=== subleq_ctrl ===
==> subleq_ctrl/class_map.png <==
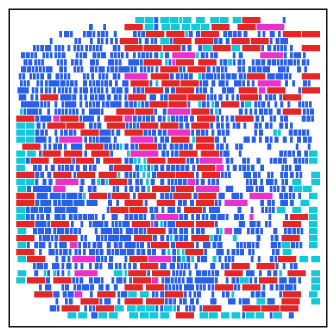
==> subleq_ctrl/congestion_map.png <==
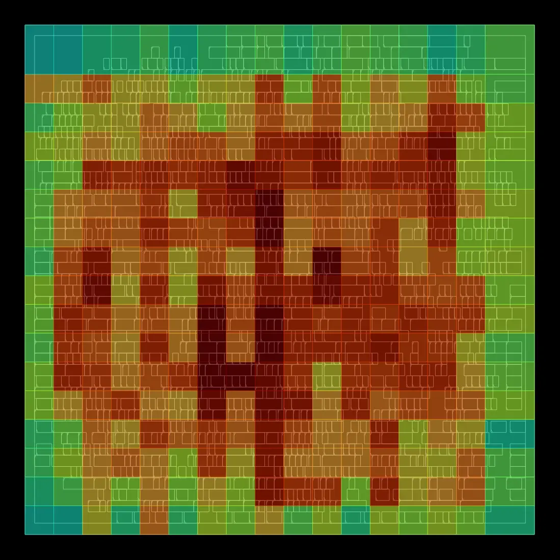
===== config.mk =====
export PLATFORM = sky130hd
export DESIGN_NAME = subleq_ctrl
export DESIGN_NICKNAME = d
export VERILOG_FILES = /design/src/rtl/subleq_ctrl.sv
export SDC_FILE = /design/constraint.sdc
export NUM_CORES = 1
export LEC_CHECK = 0
export ABC_AREA = 1
export CAP_MARGIN = 20
export CORE_MARGIN = 2
export CORE_UTILIZATION = 62
export DETAILED_ROUTE_END_ITERATION = 10
export GPL_TIMING_DRIVEN = 0
export PLACE_DENSITY = 0.94
export RECOVER_POWER = 50
export SETUP_SLACK_MARGIN = 0.15
export SKIP_LAST_GASP = 1
export SLEW_MARGIN = 20
export SYNTH_ARGS = -nofsm -noshare
export SYNTH_HDL_FRONTEND = slang
export SYNTH_SLANG_ARGS = --single-unit

===== constraint.sdc =====
create_clock -name clk -period 3.8 [get_ports clk]
set_input_delay 0.76 -clock clk [delete_from_list [all_inputs] [get_ports clk]]
set_output_delay 0.76 -clock clk [all_outputs]
set_load 0.02 [all_outputs]

===== src/rtl/subleq_ctrl.sv =====
// SUBLEQ sequencer: fetches A/B/C, reads both operands, writes mem[B]-mem[A]
// back to mem[B] and branches to C when the result is <= 0.
`ifndef WORD_SIZE
`define WORD_SIZE 16
`endif

module subleq_ctrl (
    input  logic                  clk,
    input  logic                  areset,
    input  logic                  run,
    input  logic [`WORD_SIZE-1:0] pc_in,
    output logic                  pc_inc,
    output logic                  pc_branch,
    output logic [`WORD_SIZE-1:0] pc_addr,
    output logic                  mem_req,
    output logic                  mem_we,
    output logic [`WORD_SIZE-1:0] mem_addr,
    output logic [`WORD_SIZE-1:0] mem_wdata,
    input  logic [`WORD_SIZE-1:0] mem_rdata,
    input  logic                  mem_ack,
    output logic                  halted,
    output logic                  retired
);

    localparam int unsigned W = `WORD_SIZE;

    typedef enum logic [3:0] {
        S_IDLE,
        S_FETCH_A,
        S_FETCH_B,
        S_FETCH_C,
        S_READ_A,
        S_READ_B,
        S_WRITE,
        S_BRANCH,
        S_HALT
    } state_e;

    state_e         state_q;
    logic [W-1:0]   a_q, b_q, c_q, opa_q, opb_q, ia_q;
    logic           leq_q;
    logic           mem_req_q, mem_we_q, pc_branch_q, retired_q, halted_q;
    logic [W-1:0]   mem_addr_q, mem_wdata_q, pc_addr_q;

    logic           xfer_c;
    logic           fetch_c;
    logic [W-1:0]   pc_next_d;
    logic [W-1:0]   wdata_d;
    logic [W-1:0]   diff_c;
    logic           leq_d;
    logic [W-1:0]   ia_d;

    // A transfer only completes while a request is outstanding
    assign xfer_c  = mem_req_q && mem_ack;
    assign fetch_c = (state_q == S_FETCH_A) || (state_q == S_FETCH_B) || (state_q == S_FETCH_C);
    assign pc_inc  = xfer_c && fetch_c;

    assign pc_next_d = W'(pc_in + W'(1));
    assign wdata_d   = W'(mem_rdata - opa_q);
    assign diff_c    = W'(opb_q - opa_q);
    assign leq_d     = diff_c[W-1] | (diff_c == '0);
    // PC the next instruction starts from once the branch edge has passed
    assign ia_d      = leq_q ? c_q : pc_in;

    always_ff @(posedge clk) begin
        if (areset) begin
            state_q     <= S_IDLE;
            a_q         <= '0;
            b_q         <= '0;
            c_q         <= '0;
            opa_q       <= '0;
            opb_q       <= '0;
            ia_q        <= '0;
            leq_q       <= 1'b0;
            mem_req_q   <= 1'b0;
            mem_we_q    <= 1'b0;
            mem_addr_q  <= '0;
            mem_wdata_q <= '0;
            pc_branch_q <= 1'b0;
            pc_addr_q   <= '0;
            retired_q   <= 1'b0;
            halted_q    <= 1'b0;
        end else begin
            pc_branch_q <= 1'b0;
            retired_q   <= 1'b0;
            unique case (state_q)
                S_IDLE: begin
                    if (run) begin
                        state_q    <= S_FETCH_A;
                        ia_q       <= pc_in;
                        mem_req_q  <= 1'b1;
                        mem_we_q   <= 1'b0;
                        mem_addr_q <= pc_in;
                    end
                end
                S_FETCH_A: begin
                    if (xfer_c) begin
                        a_q        <= mem_rdata;
                        mem_addr_q <= pc_next_d;
                        state_q    <= S_FETCH_B;
                    end
                end
                S_FETCH_B: begin
                    if (xfer_c) begin
                        b_q        <= mem_rdata;
                        mem_addr_q <= pc_next_d;
                        state_q    <= S_FETCH_C;
                    end
                end
                S_FETCH_C: begin
                    if (xfer_c) begin
                        c_q        <= mem_rdata;
                        mem_addr_q <= a_q;
                        state_q    <= S_READ_A;
                    end
                end
                S_READ_A: begin
                    if (xfer_c) begin
                        opa_q      <= mem_rdata;
                        mem_addr_q <= b_q;
                        state_q    <= S_READ_B;
                    end
                end
                S_READ_B: begin
                    // Address stays at B for the write-back
                    if (xfer_c) begin
                        opb_q       <= mem_rdata;
                        mem_we_q    <= 1'b1;
                        mem_wdata_q <= wdata_d;
                        state_q     <= S_WRITE;
                    end
                end
                S_WRITE: begin
                    if (xfer_c) begin
                        leq_q       <= leq_d;
                        mem_req_q   <= 1'b0;
                        mem_we_q    <= 1'b0;
                        pc_branch_q <= leq_d;
                        pc_addr_q   <= c_q;
                        retired_q   <= 1'b1;
                        state_q     <= S_BRANCH;
                    end
                end
                S_BRANCH: begin
                    if (leq_q && (c_q == ia_q)) begin
                        halted_q <= 1'b1;
                        state_q  <= S_HALT;
                    end else if (run) begin
                        ia_q       <= ia_d;
                        mem_req_q  <= 1'b1;
                        mem_we_q   <= 1'b0;
                        mem_addr_q <= ia_d;
                        state_q    <= S_FETCH_A;
                    end else begin
                        state_q <= S_IDLE;
                    end
                end
                S_HALT: begin
                    state_q <= S_HALT;
                end
                default: begin
                    state_q <= S_IDLE;
                end
            endcase
        end
    end

    assign mem_req   = mem_req_q;
    assign mem_we    = mem_we_q;
    assign mem_addr  = mem_addr_q;
    assign mem_wdata = mem_wdata_q;
    assign pc_branch = pc_branch_q;
    assign pc_addr   = pc_addr_q;
    assign retired   = retired_q;
    assign halted    = halted_q;

endmodule


==> GITHUB_STEP_SUMMARY <==
### Metrics collected by this job

| Metric | Value |
|---|---|
| Placed inst area | `0.00978 mm^2` |
| Nets | `1481` |
| Reg clk slew, reported paths | `60 ps` |
| Hold buffer count at CTS | `0` |
| Top cells by area, synth | `dfxtp_1 (36%), nand2_1 (11%), o21ai_0 (10%)` |
| Crit start category | `input pin` |
| Count leader, synth | `nand2_1` |
| Antenna cells | `0` |
| Crit path cell chain | `clkdlybuf4s50_1 -> inv_1 -> fa_1 -> o21ai_0 -> nand2_1 -> nand2_1 -> nand2_1 -> nor2_1 -> nand2_1 -> a21o_1 -> nand3_1 -> nand2_1 -> inv_1` |
| PortBufs | `89` |
| Status | `finished clean` |
| Routed len/inst | `17.8 um` |
| Critical Path Start | `mem_rdata[1]` |
| Hold Path Depth | `2` |
| Register share after synthesis | `0.356` |
| # resized after CTS | `0` |
| Cell type with the largest total area | `dfxtp_1` |
| Flops out of synthesis | `154` |
| Relative slew slack | `0.443` |
| Global-route wire length before repair | `44.1 mm` |
| Antenna violations before repair | `1` |
| Overflow after GRT | `0` |
| Setup_tns | `0 ps` |
| Top class by area | `multi-input combinational cells` |
| FFs w/ async S/R, synth | `0` |
| Htree depth | `4` |
| Layout cells sized above 1 | `0.0442` |
| Ports | `90` |
| Area leader share | `0.356` |
About subleq_ctrl/class_map.png:
| class | colour | cells |
|---|---|---|
| remaining buffers and delay cells | cyan | 141 |
| registers | red | 154 |
| clock drivers and dummy loads | magenta | 32 |
| remaining logic cells | blue | 1098 |
Final Util: 0.750
row cnt: 43
Core Region: 0.0138 mm^2
fin area: 0.0103 mm^2

About subleq_ctrl/congestion_map.png:
total track usage: 0.384
GRT Max-Usage Layer: met2

==> worst reg2reg max path: stages, from the launching register on <==
cell	delay (ps)
dfxtp_1	510
xnor2_1	200
o2111ai_1	150
nor2_1	260
nand3_1	270
nand2_1	300
clkinvlp_2	280
clkbuf_1	310
o21ai_1	190
nor2_1	60
==> report_power, final <==
group | switching (W) | internal, W
logic | 0.00114 | 0.000596
registers | 0.000111 | 0.00179
clock network | 0.000724 | 0.000992
total | 0.00197 | 0.00338
==> state kept, by name (all words and copies together), names as in the netlist <==
signal     flops
a_q           16
mem_addr      16
state_q        4
opb_q         16
pc_addr       16
mem_req        1
opa_q         16
leq_q          1
halted         1
mem_wdata     16
b_q           16
retired        1
ia_q          16
c_q           16
mem_we         1
pc_branch      1
==> logic make-up after synthesis <==
| kind of cell | share of synthesized area |
|---|---|
| and+or+nand+nor | 0.250 |
| adders and majority gates | 0.0494 |
| xor gates and xnor gates | 0.0202 |
| AOI/OAI and AO/OA | 0.222 |
| DFF | 0.356 |
| buffers and inverters | 0.103 |
==> routing by layer <==
metal,routed length (um),track usage
met5,0,0
met3,2820,0.0771
met4,1960,0.263
met2,13000,0.642
met1,10700,0.442

=== vga_coord_gen ===
==> vga_coord_gen/clock_wires.png <==
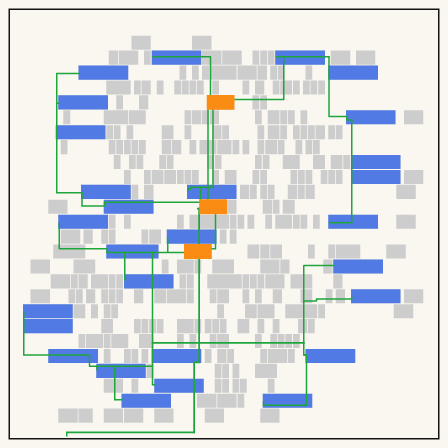
`src/rtl/vga_coord_gen_pkg.sv`:
```
// Shared VGA timing defaults (1280x1024 @ 60 Hz) plus small helpers used by
// the coordinate generator and anything else that decodes screen positions.
package vga_coord_gen_pkg;

    typedef logic [11:0] coord_t;

    localparam int DEF_H_ACTIVE = 1280;
    localparam int DEF_H_FP     = 48;
    localparam int DEF_H_SYNC   = 112;
    localparam int DEF_H_BP     = 248;

    localparam int DEF_V_ACTIVE = 1024;
    localparam int DEF_V_FP     = 1;
    localparam int DEF_V_SYNC   = 3;
    localparam int DEF_V_BP     = 38;

    localparam int DEF_H_TOTAL  = DEF_H_ACTIVE + DEF_H_FP + DEF_H_SYNC + DEF_H_BP;
    localparam int DEF_V_TOTAL  = DEF_V_ACTIVE + DEF_V_FP + DEF_V_SYNC + DEF_V_BP;

    localparam int DEF_HS_FIRST = DEF_H_ACTIVE + DEF_H_FP;
    localparam int DEF_HS_LAST  = DEF_H_ACTIVE + DEF_H_FP + DEF_H_SYNC - 1;
    localparam int DEF_VS_FIRST = DEF_V_ACTIVE + DEF_V_FP;
    localparam int DEF_VS_LAST  = DEF_V_ACTIVE + DEF_V_FP + DEF_V_SYNC - 1;

    // Inclusive window test on a 12-bit coordinate.
    function automatic logic inWindow(coord_t c, coord_t lo, coord_t hi);
        return (c >= lo) && (c <= hi);
    endfunction

endpackage

```
`src/rtl/vga_axis_counter.sv`:
```
// One screen axis: a modulo-MODULUS up-counter with an increment enable.
// nextCount is exposed so the parent can register decoded flags in lockstep
// with the coordinate itself.
module vga_axis_counter
    import vga_coord_gen_pkg::*;
#(
    parameter int MODULUS = DEF_H_TOTAL
) (
    input  logic   clk,
    input  logic   rst_n,
    input  logic   inc,
    output coord_t count,
    output coord_t nextCount,
    output logic   wrap
);

    localparam coord_t LAST = coord_t'(MODULUS - 1);

    // Next value: hold when not incrementing, otherwise step and wrap at LAST.
    always_comb begin
        wrap      = 1'b0;
        nextCount = count;
        if (inc) begin
            if (count == LAST) begin
                wrap      = 1'b1;
                nextCount = '0;
            end else begin
                nextCount = count + coord_t'(1);
            end
        end
    end

    // Coordinate register.
    always_ff @(posedge clk or negedge rst_n) begin
        if (!rst_n) begin
            count <= '0;
        end else begin
            count <= nextCount;
        end
    end

endmodule

```
`src/rtl/vga_coord_gen.sv`:
```
// VGA raster coordinate generator: pixel/line counters plus registered sync,
// visible-area and frame-start flags aligned to the presented coordinate.
module vga_coord_gen
    import vga_coord_gen_pkg::*;
#(
    parameter int H_ACTIVE = DEF_H_ACTIVE,
    parameter int H_FP     = DEF_H_FP,
    parameter int H_SYNC   = DEF_H_SYNC,
    parameter int H_BP     = DEF_H_BP,
    parameter int V_ACTIVE = DEF_V_ACTIVE,
    parameter int V_FP     = DEF_V_FP,
    parameter int V_SYNC   = DEF_V_SYNC,
    parameter int V_BP     = DEF_V_BP
) (
    input  logic        CLK_VGA,
    input  logic        RST_N,
    input  logic        EN,
    output logic [11:0] VGA_horzCoord,
    output logic [11:0] VGA_vertCoord,
    output logic        VGA_HS,
    output logic        VGA_VS,
    output logic        VGA_active,
    output logic        frame_start
);

    localparam int     H_TOTAL  = H_ACTIVE + H_FP + H_SYNC + H_BP;
    localparam int     V_TOTAL  = V_ACTIVE + V_FP + V_SYNC + V_BP;

    localparam coord_t HS_FIRST = coord_t'(H_ACTIVE + H_FP);
    localparam coord_t HS_LAST  = coord_t'(H_ACTIVE + H_FP + H_SYNC - 1);
    localparam coord_t VS_FIRST = coord_t'(V_ACTIVE + V_FP);
    localparam coord_t VS_LAST  = coord_t'(V_ACTIVE + V_FP + V_SYNC - 1);
    localparam coord_t H_VIS    = coord_t'(H_ACTIVE);
    localparam coord_t V_VIS    = coord_t'(V_ACTIVE);

    coord_t horzNext;
    coord_t vertNext;
    logic   horzWrap;
    logic   vertWrap;
    logic   vertInc;

    assign vertInc = EN & horzWrap;

    vga_axis_counter #(.MODULUS(H_TOTAL)) uHorz (
        .clk       (CLK_VGA),
        .rst_n     (RST_N),
        .inc       (EN),
        .count     (VGA_horzCoord),
        .nextCount (horzNext),
        .wrap      (horzWrap)
    );

    vga_axis_counter #(.MODULUS(V_TOTAL)) uVert (
        .clk       (CLK_VGA),
        .rst_n     (RST_N),
        .inc       (vertInc),
        .count     (VGA_vertCoord),
        .nextCount (vertNext),
        .wrap      (vertWrap)
    );

    // Flags are decoded from the counters' next values so that, once
    // registered, they line up with the coordinate presented in that cycle.
    // The reset coordinate (0,0) is visible, hence VGA_active resets high.
    always_ff @(posedge CLK_VGA or negedge RST_N) begin
        if (!RST_N) begin
            VGA_HS      <= 1'b0;
            VGA_VS      <= 1'b0;
            VGA_active  <= 1'b1;
            frame_start <= 1'b0;
        end else begin
            frame_start <= EN & horzWrap & vertWrap;
            if (EN) begin
                VGA_HS     <= inWindow(horzNext, HS_FIRST, HS_LAST);
                VGA_VS     <= inWindow(vertNext, VS_FIRST, VS_LAST);
                VGA_active <= (horzNext < H_VIS) && (vertNext < V_VIS);
            end
        end
    end

endmodule
```
`config.mk`:
```
export PLATFORM = sky130hd
export DESIGN_NAME = vga_coord_gen
export DESIGN_NICKNAME = d
export VERILOG_FILES = /design/src/rtl/vga_coord_gen_pkg.sv /design/src/rtl/vga_axis_counter.sv /design/src/rtl/vga_coord_gen.sv
export SDC_FILE = /design/constraint.sdc
export NUM_CORES = 1
export LEC_CHECK = 0
export ABC_AREA = 1
export CAP_MARGIN = 20
export CORE_MARGIN = 2
export CORE_UTILIZATION = 35
export CTS_BUF_LIST = sky130_fd_sc_hd__clkbuf_4 sky130_fd_sc_hd__clkbuf_8
export DETAILED_ROUTE_END_ITERATION = 8
export GPL_ROUTABILITY_DRIVEN = 0
export SETUP_SLACK_MARGIN = 0.3
export SYNTH_ARGS = -nofsm -noshare
export SYNTH_HDL_FRONTEND = slang
export SYNTH_SLANG_ARGS = --single-unit
```
`constraint.sdc`:
```
create_clock -name CLK_VGA -period 3.55 [get_ports CLK_VGA]
set_clock_uncertainty 0.2 [all_clocks]
set_input_delay 0.355 -clock CLK_VGA [delete_from_list [all_inputs] [get_ports CLK_VGA]]
set_output_delay 0.355 -clock CLK_VGA [all_outputs]
set_load 0.01 [all_outputs]
```
==> GITHUB_STEP_SUMMARY <==
### Metrics collected by this job

| Metric | Value |
|---|---|
| Antenna cells | `0` |
| Row cnt | `26` |
| Crit path cell chain | `clkdlybuf4s50_1 -> clkinv_2 -> nor2_8 -> nor2_2 -> nor2_1 -> nand2_1 -> nor2_1 -> nand3_1 -> nand2_1` |
| YS warnings | `0` |
| Overflow after GRT | `0` |
| Drt drc | `0` |
| Top layer in use | `met4` |
| Adder share | `0.0196` |
| Core Region | `0.00520 mm^2` |
| Chip area | `0.00609 mm^2` |
| Register share after synthesis | `0.366` |
| Status | `finished clean` |
| Total CTS buffers | `3` |
| P&R area growth vs syn | `23.1%` |
| Top cells by area, synth | `dfrtp_1 (35%), nand2_1 (18%), inv_1 (8.0%)` |
| Syn Area/Cell | `6.93 um^2` |
| Top pwr grp | `sequential cells` |
| Initial Utilization | `0.369` |
| Routed len/inst | `12.4 um` |
| Dominant comb cell | `simple AND/OR/NAND/NOR gates` |
| Top cells excl fill/tap | `nand2_1 (90), inv_1 (41), nor2_1 (35), clkdlybuf4s50_1 (30), dfrtp_1 (27)` |
| Combinational gate power | `0.000330 W` |
| Log Warnings | `27` |
| Logic pwr share | `0.339` |
| Final WL | `4.72 mm` |
## Picture notes: vga_coord_gen/clock_wires.png
[clock wires] green | length: 452 um
[clock-net drivers] orange | count: 3
[flip-flops] blue | count: 28
flops lie: all over the die
routed clock nets: 4
Insertion Delay late pin: 280 ps
clock power share: 0.214
clk pwr: 0.000208 W

-- Yosys cell counts (all sizes together) --
master and n:
dfrtp 27, nor3 3, nor2 49, inv 46
nor4 1, nand3b 1, nand3 25, o21ai 3
a21oi 3, buf 1, o21bai 1, clkinv 1
nand4 9, xor2 10, nand2 93, ha 3
dfstp 1
-- metal layers --
layer  up-vias  global-route usage
met1       791               0.256
met3         4              0.0184
li1        915                   -
met5         -                   0
met4         0              0.0579
met2        50               0.236
-- path summary, 6_finish.rpt --
path                                  end  slack, ps  depth (start not counted)
max reg2reg                        VGA_VS       1470                         11
min reg2reg                    VGA_active        290                          2
max in group asynchronous      VGA_active       2590                          2
max                                VGA_VS       1390                          9
min                        uHorz.count[8]        240                          2
min in group CLK_VGA           VGA_active        290                          2
-- metrics by stage --
stage | power [W] | area (um^2) | setup slack (ps) | instances
after detailed placement | 0.000771 | 2310 | 1120 | 377
after CTS | 0.000983 | 2360 | 1400 | 381
after floorplan | 0.000628 | 1920 | 1760 | 277
after global routing | 0.00104 | 2360 | 1260 | 381
final | 0.000971 | 2360 | 1390 | 381
after global placement | 0.000769 | 2310 | 1120 | 377

=== bin_to_bcd_seq ===
==> bin_to_bcd_seq/congestion_map.png <==
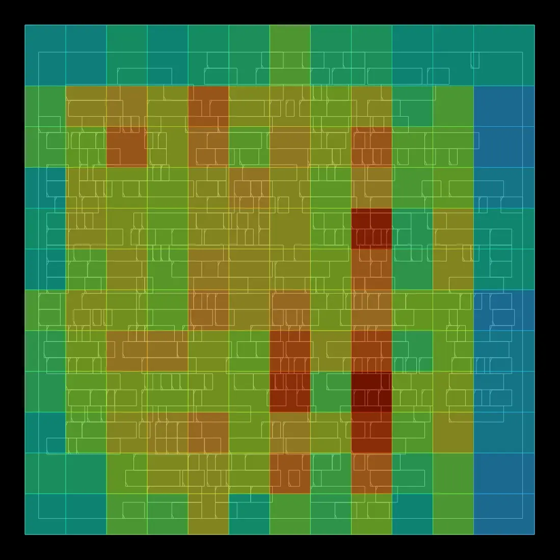
[config.mk]
export PLATFORM = sky130hd
export DESIGN_NAME = bin_to_bcd_seq
export DESIGN_NICKNAME = d
export VERILOG_FILES = /design/src/rtl/bin_to_bcd_seq.sv
export SDC_FILE = /design/constraint.sdc
export NUM_CORES = 1
export LEC_CHECK = 0
export CAP_MARGIN = 40
export CORE_MARGIN = 2
export CORE_UTILIZATION = 45
export CTS_CLUSTER_SIZE = 28
export DETAILED_ROUTE_END_ITERATION = 10
export GPL_ROUTABILITY_DRIVEN = 1
export PLACE_DENSITY = 0.68
export SLEW_MARGIN = 20
export SYNTH_ARGS = -nofsm -noshare
export SYNTH_HDL_FRONTEND = slang
export SYNTH_SLANG_ARGS = --single-unit
[constraint.sdc]
create_clock -name clk -period 2.56 [get_ports clk]
set_clock_uncertainty 0.2 [all_clocks]
set_input_delay 0.384 -clock clk [delete_from_list [all_inputs] [get_ports clk]]
set_output_delay 0.384 -clock clk [all_outputs]
set_load 0.02 [all_outputs]
[src/rtl/bin_to_bcd_seq.sv]
// Sequential binary-to-BCD converter: one double-dabble step per clock, WIDTH steps per result.
// Define BIN_TO_BCD_SIGNED_EN to treat bin as two's complement (sign on negative, magnitude converted).
module bin_to_bcd_seq #(
  parameter int WIDTH  = 16,
  parameter int DIGITS = 5
) (
  input  logic                  clk,
  input  logic                  rst,
  input  logic                  start,
  input  logic [WIDTH-1:0]      bin,
  output logic                  busy,
  output logic                  done,
  output logic                  negative,
  output logic [4*DIGITS-1:0]   bcd,
  output logic [1:0]            dbg_state_o
);

  // Handshake: start is accepted on a rising edge where the FSM is in IDLE or
  // DONE; busy is high for exactly the WIDTH SHIFT cycles; done is a single
  // cycle pulse in which bcd/negative first show the new result.
  typedef enum logic [1:0] {
    S_IDLE  = 2'd0,
    S_SHIFT = 2'd1,
    S_DONE  = 2'd2
  } state_t;

  localparam int CW = $clog2(WIDTH + 1);

  state_t                state_q, state_d;
  logic [CW-1:0]         cnt_q, cnt_d;
  logic [WIDTH-1:0]      sh_q, sh_d;
  logic [4*DIGITS-1:0]   acc_q, acc_d;
  logic [4*DIGITS-1:0]   bcd_q, bcd_d;
  logic                  sign_q, sign_d;
  logic                  neg_q, neg_d;
  logic [4*DIGITS-1:0]   acc_step;
  logic [WIDTH-1:0]      mag;
  logic                  bin_sign;

`ifdef BIN_TO_BCD_SIGNED_EN
  // Negating the most negative value wraps back to itself, which read as
  // unsigned is exactly its magnitude.
  assign bin_sign = bin[WIDTH-1];
  assign mag      = bin_sign ? -bin : bin;
`else
  assign bin_sign = 1'b0;
  assign mag      = bin;
`endif

  // Digits above the top one only receive bits shifted up from below, so a
  // narrow accumulator naturally keeps the low DIGITS digits of the result.
  always_comb begin
    logic [4*DIGITS-1:0] adj;
    adj = acc_q;
    for (int k = 0; k < DIGITS; k++) begin
      if (acc_q[4*k +: 4] >= 4'd5) adj[4*k +: 4] = acc_q[4*k +: 4] + 4'd3;
    end
    acc_step = {adj[4*DIGITS-2:0], sh_q[WIDTH-1]};
  end

  always_comb begin
    state_d = state_q;
    cnt_d   = cnt_q;
    sh_d    = sh_q;
    acc_d   = acc_q;
    sign_d  = sign_q;
    bcd_d   = bcd_q;
    neg_d   = neg_q;
    case (state_q)
      S_IDLE, S_DONE: begin
        if (start) begin
          state_d = S_SHIFT;
          cnt_d   = CW'(WIDTH);
          sh_d    = mag;
          acc_d   = '0;
          sign_d  = bin_sign;
        end else begin
          state_d = S_IDLE;
        end
      end
      S_SHIFT: begin
        acc_d = acc_step;
        sh_d  = sh_q << 1;
        cnt_d = cnt_q - CW'(1);
        if (cnt_q == CW'(1)) begin
          state_d = S_DONE;
          bcd_d   = acc_step;
          neg_d   = sign_q;
        end
      end
      default: state_d = S_IDLE;
    endcase
  end

  always_ff @(posedge clk or posedge rst) begin
    if (rst) begin
      state_q <= S_IDLE;
      cnt_q   <= '0;
      sh_q    <= '0;
      acc_q   <= '0;
      sign_q  <= 1'b0;
      bcd_q   <= '0;
      neg_q   <= 1'b0;
    end else begin
      state_q <= state_d;
      cnt_q   <= cnt_d;
      sh_q    <= sh_d;
      acc_q   <= acc_d;
      sign_q  <= sign_d;
      bcd_q   <= bcd_d;
      neg_q   <= neg_d;
    end
  end

  assign busy        = (state_q == S_SHIFT);
  assign done        = (state_q == S_DONE);
  assign bcd         = bcd_q;
  assign negative    = neg_q;
  assign dbg_state_o = state_q;

endmodule

==> GITHUB_STEP_SUMMARY <==
### Metrics collected by this job

| Metric | Value |
|---|---|
| M1 WL | `2.73 mm` |
| Vias after detailed routing | `2150` |
| Metal2 WL | `2.66 mm` |
| Setup_tns | `0 ps` |
| CTS max path bufs | `2` |
| Logic pwr share | `0.468` |
| Worst setup path end | `busy` |
| Status | `finished clean` |
| Register share after synthesis | `0.519` |
| Power Dens Cells | `1310 mW/mm^2` |
| CP Data Required Time | `1980 ps` |
| Leak pwr | `1.67 nW` |
| Insertion Delay late pin | `340 ps` |
| Peak supply drop | `805 uV` |
| Sw Pwr | `0.00192 W` |
| DP Worst Slack | `588 ps` |
| Post-DP HPWL | `3.77 mm` |
| Most numerous logic cell after layout | `dfrtp_1` |
| Crit path cell chain | `nand2b_1 -> inv_2 -> clkdlybuf4s50_1` |
| Synthesized Nets | `321` |
| Synth cell types | `32` |
| Max frequency | `471 MHz` |
| Worst Slack Setup Final | `438 ps` |
| Post-synth EDFFs | `0` |
| Flops out of synthesis | `63` |
| FFs w/ async S/R, synth | `1.00` |
| Crit-path slowest cell | `clkdlybuf4s50_1` |
About bin_to_bcd_seq/congestion_map.png:
routing usage on met1: 0.225
GRT Max-Usage Layer: met2
routed len/inst: 13.9 um
grt met2 use: 0.266
total track usage: 0.174

per-layer routing:
layer	vias to the layer above	global-route usage
met5	-	0
li1	1081	-
met2	42	0.266
met3	11	0.0476
met4	0	0.0952
met1	1016	0.225
logic make-up (layout without fill, tap and decap cells):
kind of cell,Yosys count,in the layout,share of synthesized area
and+or+nand+nor,95,95,0.153
DFF,63,63,0.519
buffers and inverters,29,77,0.0576
other,1,1,0.00123
adders and majority gates,12,12,0.0494
AOI/OAI and AO/OA,72,72,0.151
xor gates and xnor gates,5,5,0.0144
muxes,13,13,0.0547
area by class of cell:
| class | instances | area [um^2] |
|---|---|---|
| Fill cell | 578 | 2790 |
| Tap cell | 77 | 96.3 |
| Inverter | 15 | 61.3 |
| Sequential cell | 63 | 1580 |
| Timing Repair Buffer | 48 | 478 |
| Multi-Input combinational cell | 198 | 1290 |
| Clock buffer | 13 | 159 |
| Clock inverter | 1 | 5.00 |
critical path: cells and delay by family (launching register included):
family	cells	cell delay [ps]
simple gates	1	170
flops	1	380
buf+inv	2	650

=== moving_average_n ===
==> moving_average_n/class_map.png <==
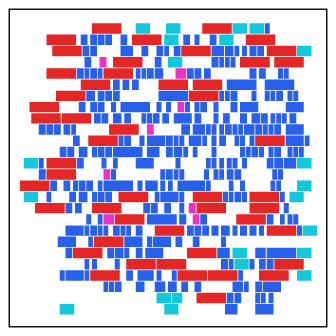
==> moving_average_n/clock_wires.png <==
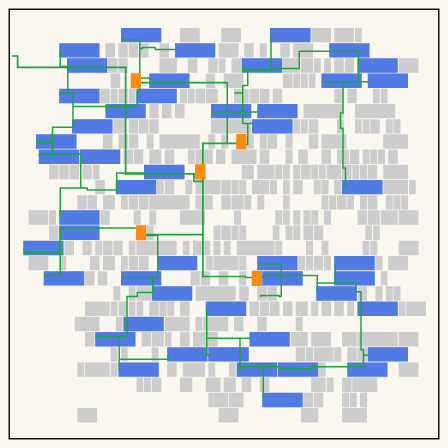
<file path="config.mk">
export PLATFORM = sky130hd
export DESIGN_NAME = moving_average_n
export DESIGN_NICKNAME = d
export VERILOG_FILES = /design/src/rtl/moving_average_n.sv
export SDC_FILE = /design/constraint.sdc
export NUM_CORES = 1
export LEC_CHECK = 0
export ABC_AREA = 1
export CAP_MARGIN = 40
export CORE_MARGIN = 2
export CORE_UTILIZATION = 53
export CTS_BUF_LIST = sky130_fd_sc_hd__clkbuf_2
export CTS_CLUSTER_DIAMETER = 200
export CTS_CLUSTER_SIZE = 20
export DETAILED_ROUTE_END_ITERATION = 7
export PLACE_DENSITY = 0.74
export SLEW_MARGIN = 20
export SYNTH_ARGS = -nofsm -noshare
export SYNTH_HDL_FRONTEND = slang
export SYNTH_SLANG_ARGS = --single-unit
</file>
<file path="constraint.sdc">
create_clock -name Clk -period 8.3 [get_ports Clk]
set_clock_uncertainty 0.15 [all_clocks]
set_input_delay 1.66 -clock Clk [delete_from_list [all_inputs] [get_ports Clk]]
set_output_delay 1.66 -clock Clk [all_outputs]
set_load 0.02 [all_outputs]
</file>
<file path="src/rtl/moving_average_n.sv">
`default_nettype none
// ============================================================================
// Module      : moving_average_n
// Description : Moving-average filter with a selectable window depth. A
//               running sum is updated once per sample, so the cost per sample
//               does not depend on the depth. Supports round-half-up
//               rounding, warm-up tracking and a synchronous window clear.
// Revision    : 1.0 - initial release
// ============================================================================
module moving_average_n #(
    parameter int WIDTH      = 8,
    parameter int LOG2_DEPTH = 2,
    parameter int ROUND      = 0
) (
    input  logic             Clk,
    input  logic             Rst,
    input  logic             enable_n,
    input  logic             clear,
    input  logic [WIDTH-1:0] X1,
    output logic [WIDTH-1:0] Z,
    output logic             Z_valid,
    output logic             full
);

    localparam int c_depth = 1 << LOG2_DEPTH;
    localparam int c_sw    = WIDTH + LOG2_DEPTH;

    localparam logic [0:0] c_st_fill = 1'b0;
    localparam logic [0:0] c_st_run  = 1'b1;

    localparam logic [LOG2_DEPTH:0] c_cnt_full = (LOG2_DEPTH + 1)'(c_depth);

    logic [WIDTH-1:0]      r_buf [c_depth];
    logic [LOG2_DEPTH-1:0] r_wr_ptr;
    logic [LOG2_DEPTH:0]   r_cnt;
    logic [c_sw-1:0]       r_sum;
    logic [0:0]            r_state;
    logic [WIDTH-1:0]      r_z;
    logic                  r_z_valid;

    logic                  w_accept;
    logic [WIDTH-1:0]      w_old;
    logic [c_sw-1:0]       w_sum_next;
    logic [LOG2_DEPTH:0]   w_cnt_next;
    logic                  w_fills;
    logic [WIDTH-1:0]      w_quot;

    assign w_accept   = ~enable_n;
    assign w_old      = r_buf[r_wr_ptr];
    // The sum always contains the outgoing sample, so the subtraction cannot underflow.
    assign w_sum_next = r_sum + {{LOG2_DEPTH{1'b0}}, X1} - {{LOG2_DEPTH{1'b0}}, w_old};
    assign w_cnt_next = r_cnt + 1'b1;
    assign w_fills    = (r_state == c_st_fill) && (w_cnt_next == c_cnt_full);

    generate
        if (ROUND != 0) begin : g_round
            localparam int c_half = 1 << (LOG2_DEPTH - 1);
            logic [c_sw:0] w_rsum;
            logic          w_unused_rnd;

            assign w_rsum       = {1'b0, w_sum_next} + (c_sw + 1)'(c_half);
            assign w_quot       = w_rsum[LOG2_DEPTH +: WIDTH];
            assign w_unused_rnd = ^{w_rsum[c_sw], w_rsum[LOG2_DEPTH-1:0]};
        end else begin : g_trunc
            logic w_unused_trn;

            assign w_quot       = w_sum_next[LOG2_DEPTH +: WIDTH];
            assign w_unused_trn = ^w_sum_next[LOG2_DEPTH-1:0];
        end
    endgenerate

    always_ff @(posedge Clk) begin
        if (Rst || clear) begin
            r_buf     <= '{default: '0};
            r_wr_ptr  <= '0;
            r_cnt     <= '0;
            r_sum     <= '0;
            r_state   <= c_st_fill;
            r_z       <= '0;
            r_z_valid <= 1'b0;
        end else if (w_accept) begin
            r_buf[r_wr_ptr] <= X1;
            r_sum           <= w_sum_next;
            r_wr_ptr        <= r_wr_ptr + 1'b1;
            r_z             <= w_quot;
            r_z_valid       <= (r_state == c_st_run) || w_fills;
            if (r_state == c_st_fill) begin
                r_cnt <= w_cnt_next;
                if (w_fills) begin
                    r_state <= c_st_run;
                end
            end
        end else begin
            r_z_valid <= 1'b0;
        end
    end

    assign Z       = r_z;
    assign Z_valid = r_z_valid;
    assign full    = (r_state == c_st_run);

endmodule
`default_nettype wire

</file>
==> GITHUB_STEP_SUMMARY <==
### Metrics collected by this job

| Metric | Value |
|---|---|
| Crit start category | `input pin` |
| Inst Count DP | `440` |
| Drt drc | `0` |
| Top cells by count, synth | `inv_1 (59), o21ai_0 (51), dfxtp_1 (49)` |
| Met3 WL | `358 um` |
| Initial Utilization | `0.547` |
| Crit path max fanout | `5` |
| Setup_tns | `0 ps` |
| CP max stage delay | `540 ps` |
| Post-Syn Instances | `370` |
| # clk buffers | `6` |
| Status | `finished clean` |
| Relative slew slack | `0.465` |
| Peak supply drop | `88.0 uV` |
| Antenna violations before repair | `0` |
| Power Dens Cells | `172 mW/mm^2` |
| Post-DP HPWL | `4.17 mm` |
| Detailed router's first-iteration violation count | `190` |
| Crit path kind | `input pin to register` |
About moving_average_n/class_map.png:
| class | colour | cells |
|---|---|---|
| remaining logic cells | blue | 299 |
| clock drivers and dummy loads | magenta | 8 |
| registers | red | 49 |
| remaining buffers and delay cells | cyan | 22 |
row cnt: 26
fin area: 0.00298 mm^2
fraction of area in registers: 0.329

About moving_average_n/clock_wires.png:
[flip-flops] blue | count: 49
[clock-net drivers] orange | count: 5
[clock wires] green | length: 528 um
routed clock nets: 6
flops lie: all over the die
Insertion Delay late pin: 420 ps
clk pwr: 0.0000969 W

[final timing paths]
| path | start | to | depth (start not counted) |
|---|---|---|---|
| worst min register to register | r_sum[0] | r_sum[0] | 2 |
| worst max-delay path | X1[1] | r_sum[8] | 12 |
| worst max register to register | r_wr_ptr[0] | r_sum[9] | 14 |
| worst min-delay path | r_sum[0] | r_sum[0] | 2 |
[power breakdown]
part	internal (W)	leakage, nW	switching [W]
clock	0.0000217	0.0252	0.0000752
sequential	0.000244	0.398	0.00000626
combinational	0.0000668	0.962	0.000101
total	0.000332	1.39	0.000182
[flip-flops by register name, indices dropped and copies added, names as in the netlist]
| signal | flops |
|---|---|
| r_sum | 10 |
| r_wr_ptr | 2 |
| Z_valid | 1 |
| r_buf | 32 |
| r_cnt | 3 |
| full | 1 |
[critical path, delay by kind of cell]
family / cells / cell delay [ps]
simple gates: 6 / 470
fa+ha+maj: 2 / 1020
buf+inv: 4 / 680
[cells by family after synthesis]
family	Yosys count	share of synthesized area
compound gates	115	0.222
simple gates	91	0.134
buf+inv	86	0.147
flops	49	0.351
fa+ha+maj	24	0.129
xor+xnor	5	0.0157

=== avl_stream2dvp_tx ===
--- src/rtl/avl_stream2dvp_tx.sv ---
// avl_stream2dvp_tx: replays 64-bit DDR words as DVP video timing.
// Ports:
//   clk_sys, reset        clock, sync active-high reset
//   enable                start frames / keep streaming
//   data_ddr, valid_data_ddr, ready_ddr  word handshake from DDR reader
//   VSYNC, HREF, D        DVP timing and pixel byte (D=0 outside HREF)
//   SOF, EOF              first byte of frame, last byte of each line
//   underflow             sticky starvation flag, cleared at VS entry
//   count_frame           frames started (wraps)
//   count_href            lines started in current frame
module avl_stream2dvp_tx #(
    parameter int H_ACTIVE   = 1280,
    parameter int V_ACTIVE   = 720,
    parameter int H_BLANK    = 144,
    parameter int VS_CYCLES  = 3000,
    parameter int VBP_CYCLES = 2000,
    parameter int VFP_CYCLES = 1000
) (
    input  logic        clk_sys,
    input  logic        reset,
    input  logic        enable,
    input  logic [63:0] data_ddr,
    input  logic        valid_data_ddr,
    output logic        ready_ddr,
    output logic        VSYNC,
    output logic        HREF,
    output logic [7:0]  D,
    output logic        SOF,
    output logic        EOF,
    output logic        underflow,
    output logic [7:0]  count_frame,
    output logic [9:0]  count_href
);

    localparam int M1 = (H_ACTIVE > H_BLANK) ? H_ACTIVE : H_BLANK;
    localparam int M2 = (VS_CYCLES > VBP_CYCLES) ? VS_CYCLES : VBP_CYCLES;
    localparam int M3 = (M1 > M2) ? M1 : M2;
    localparam int CMAX = (M3 > VFP_CYCLES) ? M3 : VFP_CYCLES;
    localparam int CW = $clog2(CMAX + 1);

    typedef enum logic [2:0] {
        S_IDLE, S_VS, S_VBP, S_ACT, S_HBL, S_VFP
    } state_t;

    state_t        r_state;
    state_t        w_state_nxt;
    logic [CW-1:0] r_cnt;
    logic [CW-1:0] w_cnt_d;

    logic [63:0] r_cur;
    logic [63:0] r_nxt;
    logic        r_cur_valid;
    logic        r_nxt_valid;
    logic [2:0]  r_idx;
    logic        r_ready;
    logic        r_vsync;
    logic        r_href;
    logic [7:0]  r_d;
    logic        r_sof;
    logic        r_eof;
    logic        r_unf;
    logic [7:0]  r_cf;
    logic [9:0]  r_ch;

    logic        w_vs_entry;
    logic        w_act_entry;
    logic        w_emit;
    logic        w_consume;
    logic        w_retire;
    logic        w_accept;
    logic [7:0]  w_byte;
    logic [63:0] w_cur_d;
    logic [63:0] w_nxt_d;
    logic        w_cur_valid_d;
    logic        w_nxt_valid_d;

    always_ff @(posedge clk_sys) begin
        if (reset) begin
            r_state <= S_IDLE;
            r_cnt   <= '0;
        end else begin
            r_state <= w_state_nxt;
            r_cnt   <= w_cnt_d;
        end
    end

    always_comb begin
        w_state_nxt = r_state;
        unique case (r_state)
            S_IDLE: if (enable) w_state_nxt = S_VS;
            S_VS: if (r_cnt == CW'(VS_CYCLES - 1))
                w_state_nxt = S_VBP;
            S_VBP: if (r_cnt == CW'(VBP_CYCLES - 1))
                w_state_nxt = S_ACT;
            S_ACT: if (r_cnt == CW'(H_ACTIVE - 1))
                w_state_nxt = S_HBL;
            S_HBL: if (r_cnt == CW'(H_BLANK - 1))
                w_state_nxt = (r_ch == 10'(V_ACTIVE)) ? S_VFP : S_ACT;
            S_VFP: if (r_cnt == CW'(VFP_CYCLES - 1))
                w_state_nxt = enable ? S_VS : S_IDLE;
            default: w_state_nxt = S_IDLE;
        endcase
        if (w_state_nxt != r_state || r_state == S_IDLE)
            w_cnt_d = '0;
        else
            w_cnt_d = r_cnt + 1'b1;
    end

    assign w_vs_entry  = (w_state_nxt == S_VS) && (r_state != S_VS);
    assign w_act_entry = (w_state_nxt == S_ACT) && (r_state != S_ACT);
    assign w_emit      = (w_state_nxt == S_ACT);
    assign w_consume   = w_emit && r_cur_valid;
    assign w_accept    = valid_data_ddr && r_ready;
    assign w_byte      = r_cur[{r_idx, 3'b000} +: 8];

    // A partially unpacked word is dropped at frame start so every
    // frame begins on a word boundary.
    assign w_retire = (w_consume && r_idx == 3'd7)
                   || (w_vs_entry && r_idx != 3'd0);

    always_comb begin
        w_cur_d       = r_cur;
        w_nxt_d       = r_nxt;
        w_cur_valid_d = r_cur_valid;
        w_nxt_valid_d = r_nxt_valid;
        if (!r_cur_valid || w_retire) begin
            if (r_nxt_valid) begin
                w_cur_d       = r_nxt;
                w_cur_valid_d = 1'b1;
                w_nxt_d       = data_ddr;
                w_nxt_valid_d = w_accept;
            end else begin
                w_cur_d       = data_ddr;
                w_cur_valid_d = w_accept;
            end
        end else if (w_accept) begin
            w_nxt_d       = data_ddr;
            w_nxt_valid_d = 1'b1;
        end
    end

    always_ff @(posedge clk_sys) begin
        if (reset) begin
            r_cur       <= '0;
            r_nxt       <= '0;
            r_cur_valid <= 1'b0;
            r_nxt_valid <= 1'b0;
            r_ready     <= 1'b1;
            r_idx       <= '0;
            r_vsync     <= 1'b0;
            r_href      <= 1'b0;
            r_d         <= '0;
            r_sof       <= 1'b0;
            r_eof       <= 1'b0;
            r_unf       <= 1'b0;
            r_cf        <= '0;
            r_ch        <= '0;
        end else begin
            r_cur       <= w_cur_d;
            r_nxt       <= w_nxt_d;
            r_cur_valid <= w_cur_valid_d;
            r_nxt_valid <= w_nxt_valid_d;
            r_ready     <= !w_nxt_valid_d;
            if (w_vs_entry)
                r_idx <= '0;
            else if (w_consume)
                r_idx <= r_idx + 3'd1;
            r_vsync <= (w_state_nxt == S_VS);
            r_href  <= w_emit;
            r_d     <= w_consume ? w_byte : 8'h00;
            r_sof   <= w_act_entry && (r_ch == 10'd0);
            r_eof   <= w_emit && (w_cnt_d == CW'(H_ACTIVE - 1));
            if (w_vs_entry)
                r_unf <= 1'b0;
            else if (w_emit && !r_cur_valid)
                r_unf <= 1'b1;
            if (w_vs_entry)
                r_cf <= r_cf + 8'd1;
            if (w_vs_entry)
                r_ch <= '0;
            else if (w_act_entry)
                r_ch <= r_ch + 10'd1;
        end
    end

    assign ready_ddr   = r_ready;
    assign VSYNC       = r_vsync;
    assign HREF        = r_href;
    assign D           = r_d;
    assign SOF         = r_sof;
    assign EOF         = r_eof;
    assign underflow   = r_unf;
    assign count_frame = r_cf;
    assign count_href  = r_ch;

endmodule

--- config.mk ---
export PLATFORM = sky130hd
export DESIGN_NAME = avl_stream2dvp_tx
export DESIGN_NICKNAME = d
export VERILOG_FILES = /design/src/rtl/avl_stream2dvp_tx.sv
export SDC_FILE = /design/constraint.sdc
export NUM_CORES = 1
export LEC_CHECK = 0
export ABC_CLOCK_PERIOD_IN_PS = 3300
export CAP_MARGIN = 0
export CORE_ASPECT_RATIO = 2
export CORE_MARGIN = 8
export CORE_UTILIZATION = 57
export DETAILED_ROUTE_END_ITERATION = 7
export GPL_TIMING_DRIVEN = 0
export PLACE_DENSITY = 0.84
export SLEW_MARGIN = 15
export SYNTH_ARGS = -nofsm -noshare
export SYNTH_HDL_FRONTEND = slang
export SYNTH_SLANG_ARGS = --single-unit
--- constraint.sdc ---
create_clock -name clk_sys -period 3.3 [get_ports clk_sys]
set_input_delay 0.825 -clock clk_sys [delete_from_list [all_inputs] [get_ports clk_sys]]
set_output_delay 0.825 -clock clk_sys [all_outputs]
set_load 0.03 [all_outputs]
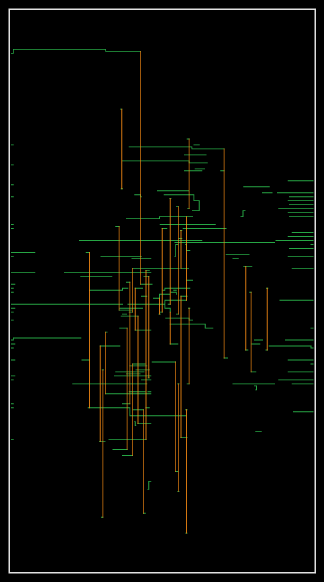
(avl_stream2dvp_tx/layers.png)
Only two layers are drawn.
| layer | colour | wire length |
|---|---|---|
| M3 | green | 1070 um |
| M4 | orange | 1120 um |
final WL: 23.0 mm
routed len/inst: 18.8 um
vias after detailed routing: 7097

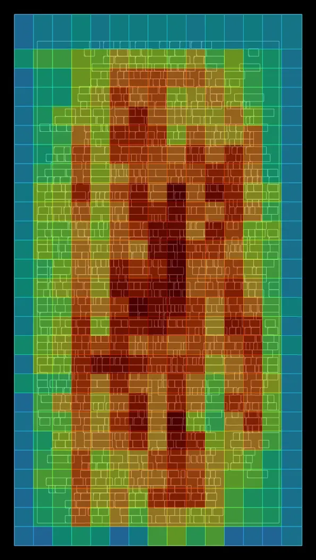
(avl_stream2dvp_tx/congestion_map.png)
total track usage: 0.231
met3 Track Usage GR: 0.0501
GRT Max-Usage Layer: met2
grt met2 use: 0.432

==> GITHUB_STEP_SUMMARY <==
### Metrics collected by this job

| Metric | Value |
|---|---|
| Sw frac | `0.267` |
| Overall Power | `0.00524 W` |
| Main flop type | `dfxtp_1` |
| Hold Path Class | `register to register` |
| Log Warnings | `28` |
| XOR Share, Synth | `0.0218` |
| Die width | `104 um` |
| Nets | `1087` |
| Global-route wire length before repair | `37.3 mm` |
| CP delay by family, top | `buffers and inverters` |
| Reg-to-Reg End | `r_cur[17]` |
| Most numerous logic cell after layout | `dfxtp_1` |
| Detailed router's first-iteration violation count | `296` |
| CP max stage delay | `770 ps` |
| Tapcell Cnt | `198` |
| Compound Share, Synth | `0.0876` |
| Logic area | `0.00478 mm^2` |
| Adder share | `0.00993` |
| Register share after synthesis | `0.408` |
| Synthesized Nets | `970` |
| Row cnt | `64` |
| Status | `finished clean` |
| Count leader, synth | `dfxtp_1` |
| Number of logic gates | `630` |
| Hold buffer count at CTS | `0` |
| Vias in the first global route | `7457` |
## repair_timing
item                                    in CTS  in global routing
buffers inserted                             0                  0
endpoints found under the hold margin        0                  0
resized                                      3                  4
endpoints found under the setup margin     125                 67
## power by group through the flow
stage | sequential [W] | clock, W | combinational [W]
after global routing | 0.00245 | 0.00213 | 0.000836
after detailed placement | 0.00248 | 0 | 0.000766
after floorplan | 0.00245 | 0 | 0.000517
final | 0.00244 | 0.00203 | 0.000777
after CTS | 0.00243 | 0.00204 | 0.000776
after global placement | 0.00247 | 0 | 0.000752
## worst max-delay path by stage
stage	start	to	slack, ps	cells after the start
2_1_floorplan	r_idx[0]	r_cur[36]	360	11
3_3_place_gp	r_idx[0]	r_cur[41]	-310	11
3_5_place_dp	r_idx[0]	r_cur[42]	-290	11
4_1_cts	r_cnt[0]	count_href[1]	110	10
5_1_grt	r_cnt[0]	count_href[0]	9	10
6_report	reset	r_cur[10]	150	5
## per-layer routing
metal	part of all wire	wire length, um	global-route usage
met5	0	0	0
met4	0.049	1120	0.148
met3	0.047	1070	0.0501
met2	0.54	12400	0.432
met1	0.37	8420	0.226

=== frame_transmitter ===
`src/rtl/frame_transmitter.sv`:
```
// Loop-timed framed byte transmitter: A1/A2 header, payload buffer, idle fill.
// Optional payload scrambler (x^7+x^6+1) enabled by defining FRAME_TX_SCRAMBLE_EN.
//
// Ports:
//   rst            async active-high reset
//   rxclk          recovered clock, used as transmit clock
//   wr_en          payload word write strobe
//   wr_addr        word address (bytes 2*wr_addr, 2*wr_addr+1)
//   wr_data        [15:8] even byte, [7:0] odd byte
//   wr_reject      pulse: previous-edge write ignored
//   go             request one frame
//   busy           frame in progress
//   frame_done     pulse after last payload byte
//   txd            registered transmit byte
//   tx_frame_begin high with A1 only
//   tx_valid       high for header and payload bytes
module frame_transmitter #(
   parameter int          FRAME_LENGTH = 16,
   parameter logic [7:0]  HDR_A1       = 8'hF6,
   parameter logic [7:0]  HDR_A2       = 8'h28,
   parameter logic [7:0]  IDLE_BYTE    = 8'h00
) (
   input  logic        rst,
   input  logic        rxclk,
   input  logic        wr_en,
   input  logic [7:0]  wr_addr,
   input  logic [15:0] wr_data,
   output logic        wr_reject,
   input  logic        go,
   output logic        busy,
   output logic        frame_done,
   output logic [7:0]  txd,
   output logic        tx_frame_begin,
   output logic        tx_valid
);

   localparam int AW = (FRAME_LENGTH > 2) ? $clog2(FRAME_LENGTH) : 1;
   localparam logic [8:0] LAST = 9'(FRAME_LENGTH - 1);

   typedef enum logic [1:0] {
      S_IDLE,
      S_HDR1,
      S_HDR2,
      S_PAY
   } state_t;

   state_t      state_q;
   logic [8:0]  cnt_q;
   logic [8:0]  cnt_d;
   logic [7:0]  txd_q;
   logic        busy_q;
   logic        valid_q;
   logic        begin_q;
   logic        done_q;
   logic        rej_q;

   logic [7:0]  mem [FRAME_LENGTH];
   logic        wr_ok;
   logic [AW-1:0] rd_idx;
   logic [7:0]  rd_byte;
   logic [7:0]  pay_out;

   // Highest byte of the word must still lie inside the frame.
   assign wr_ok = wr_en && (state_q == S_IDLE)
                  && ({1'b0, wr_addr, 1'b1} < 10'(FRAME_LENGTH));

   always_ff @(posedge rxclk) begin
      if (wr_ok) begin
         mem[AW'({wr_addr, 1'b0})] <= wr_data[15:8];
         mem[AW'({wr_addr, 1'b1})] <= wr_data[7:0];
      end
   end

   assign cnt_d   = cnt_q + 9'd1;
   // HDR2 fetches byte 0; PAYLOAD fetches the byte after the current one.
   assign rd_idx  = (state_q == S_HDR2) ? '0 : AW'(cnt_d);
   assign rd_byte = mem[rd_idx];

`ifdef FRAME_TX_SCRAMBLE_EN
   logic [6:0]  scr_q;
   logic [6:0]  scr_d;
   logic [7:0]  scr_mask;

   // Eight serial steps, MSB first: out = s[6], feedback = s[6]^s[5].
   always_comb begin
      scr_d    = scr_q;
      scr_mask = 8'h00;
      for (int i = 7; i >= 0; i--) begin
         scr_mask[i] = scr_d[6];
         scr_d       = {scr_d[5:0], scr_d[6] ^ scr_d[5]};
      end
   end

   assign pay_out = rd_byte ^ scr_mask;

   always_ff @(posedge rxclk or posedge rst) begin
      if (rst) begin
         scr_q <= 7'h7F;
      end else begin
         unique case (state_q)
            S_HDR1:  scr_q <= 7'h7F;
            S_HDR2:  scr_q <= scr_d;
            S_PAY:   if (cnt_q != LAST) scr_q <= scr_d;
            default: scr_q <= scr_q;
         endcase
      end
   end
`else
   assign pay_out = rd_byte;
`endif

   always_ff @(posedge rxclk or posedge rst) begin
      if (rst) begin
         state_q <= S_IDLE;
         cnt_q   <= '0;
         txd_q   <= IDLE_BYTE;
         busy_q  <= 1'b0;
         valid_q <= 1'b0;
         begin_q <= 1'b0;
         done_q  <= 1'b0;
         rej_q   <= 1'b0;
      end else begin
         rej_q   <= wr_en && !wr_ok;
         done_q  <= 1'b0;
         begin_q <= 1'b0;
         unique case (state_q)
            S_IDLE: begin
               if (go) begin
                  state_q <= S_HDR1;
                  cnt_q   <= '0;
                  txd_q   <= HDR_A1;
                  begin_q <= 1'b1;
                  valid_q <= 1'b1;
                  busy_q  <= 1'b1;
               end else begin
                  txd_q   <= IDLE_BYTE;
                  valid_q <= 1'b0;
                  busy_q  <= 1'b0;
               end
            end
            S_HDR1: begin
               state_q <= S_HDR2;
               txd_q   <= HDR_A2;
            end
            S_HDR2: begin
               state_q <= S_PAY;
               cnt_q   <= '0;
               txd_q   <= pay_out;
            end
            S_PAY: begin
               if (cnt_q == LAST) begin
                  state_q <= S_IDLE;
                  txd_q   <= IDLE_BYTE;
                  valid_q <= 1'b0;
                  busy_q  <= 1'b0;
                  done_q  <= 1'b1;
               end else begin
                  cnt_q   <= cnt_d;
                  txd_q   <= pay_out;
               end
            end
            default: state_q <= S_IDLE;
         endcase
      end
   end

   assign txd            = txd_q;
   assign busy           = busy_q;
   assign tx_valid       = valid_q;
   assign tx_frame_begin = begin_q;
   assign frame_done     = done_q;
   assign wr_reject      = rej_q;

endmodule

```
`config.mk`:
```
export PLATFORM = sky130hd
export DESIGN_NAME = frame_transmitter
export DESIGN_NICKNAME = d
export VERILOG_FILES = /design/src/rtl/frame_transmitter.sv
export SDC_FILE = /design/constraint.sdc
export NUM_CORES = 1
export LEC_CHECK = 0
export CORE_MARGIN = 8
export CORE_UTILIZATION = 45
export DETAILED_ROUTE_END_ITERATION = 12
export PLACE_DENSITY_LB_ADDON = 0.12
export SLEW_MARGIN = 20
export SYNTH_ARGS = -nofsm -noshare
export SYNTH_HDL_FRONTEND = slang
export SYNTH_SLANG_ARGS = --single-unit
```
`constraint.sdc`:
```
create_clock -name rxclk -period 4.48 [get_ports rxclk]
set_input_delay 0.448 -clock rxclk [delete_from_list [all_inputs] [get_ports rxclk]]
set_output_delay 0.448 -clock rxclk [all_outputs]
set_load 0.005 [all_outputs]
```
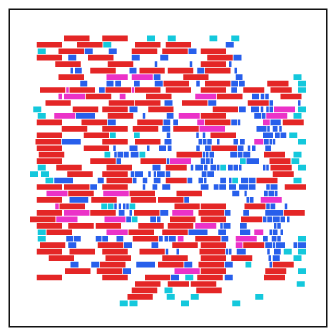
(frame_transmitter/class_map.png)
| class | colour | cells |
|---|---|---|
| remaining buffers and delay cells | cyan | 52 |
| remaining logic cells | blue | 223 |
| registers | red | 151 |
| clock drivers and dummy loads | magenta | 32 |
fin area: 0.00739 mm^2
fraction of area in registers: 0.598
Core Region: 0.0133 mm^2

path summary, 6_finish.rpt:
check / from / slack, ps / depth (start not counted) / end
max reg2reg: state_q[1] / 1440 / 7 / mem[2][5]
max in group asynchronous: rst / 3350 / 2 / wr_reject
min reg2reg: cnt_q[1] / 540 / 1 / cnt_q[1]
max: state_q[1] / 1440 / 7 / mem[2][5]
min in group asynchronous: rst / 560 / 2 / cnt_q[5]
min: cnt_q[1] / 540 / 1 / cnt_q[1]
cell families (layout without fill, tap and decap cells):
family                   Yosys count  after routing  synth area share
XOR/XNOR                           6              6           0.00854
AND-OR/OR-AND                     79             79             0.100
AND/OR/NAND/NOR                   91             91            0.0730
buffers and inverters             26             92            0.0228
multiplexers                      35             35            0.0695
adder cells (fa/ha/maj)            4              4           0.00813
flip-flops                       151            151             0.718
final cells by class:
class,count,area [um^2]
clock inverter,14,198
sequential,151,4420
inverter,8,30.0
timing repair buffer,52,490
tap,176,220
multi-input combinational,215,1610
clock buffer,18,429
fill,1061,5900
per-stage QoR:
step / cell area, um^2 / setup slack (ps)
after detailed placement: 6770 / 1400
after global routing: 7390 / 1210
after global placement: 6770 / 1450
after floorplan: 6150 / 1150
after CTS: 7390 / 1390
final: 7390 / 1440
==> GITHUB_STEP_SUMMARY <==
### Metrics collected by this job

| Metric | Value |
|---|---|
| Status | `finished clean` |
| Max-Cap Viols | `0` |
| Area leader share | `0.625` |
| Crit-path slowest cell | `or4b_2` |
| Final Util | `0.556` |
| Post-synth EDFFs | `128` |
| FFs w/ async S/R, synth | `0.152` |
| Biggest register | `mem` |
| Overall Power | `0.00436 W` |
| P&R area growth vs syn | `20.1%` |
| Layout cells sized above 1 | `0.144` |
| Postcts setup bufs | `0` |
| Relative slew slack | `0.340` |
| Sw frac | `0.306` |
| Routed len/inst | `23.8 um` |


==> layout pictures side by side <==
Routing congestion.
Plate I
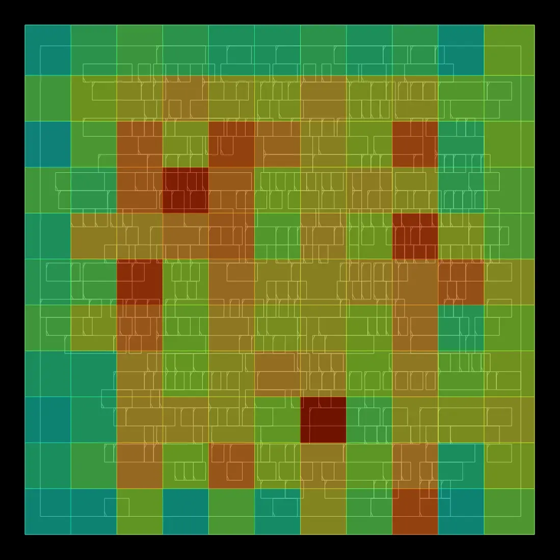
Plate II
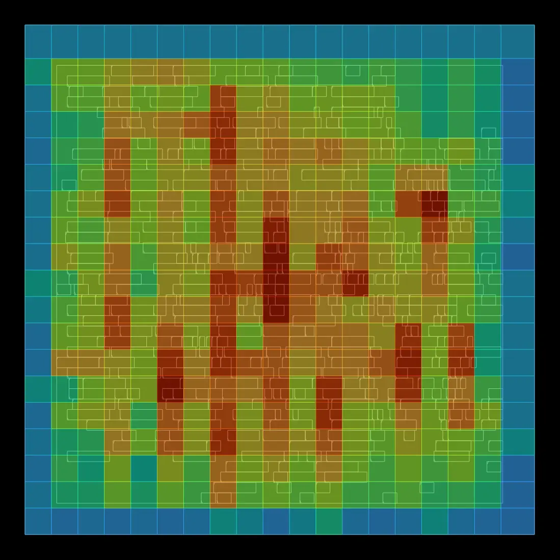
Plate III
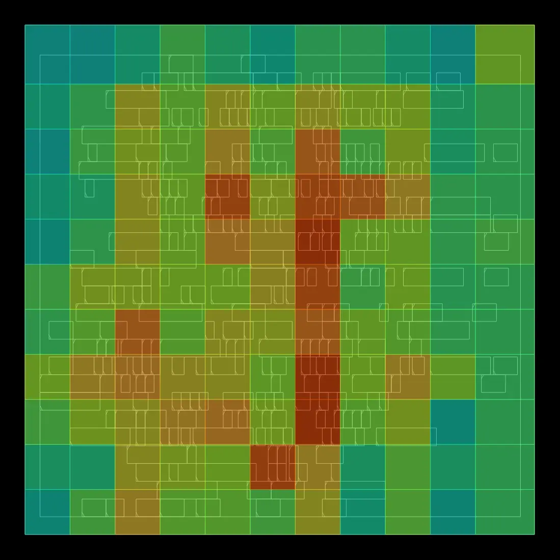
| from | picture |
|---|---|
| vga_coord_gen | Plate III |
| moving_average_n | Plate I |
| frame_transmitter | Plate II |

Power is estimated from default activity; no workload was simulated.
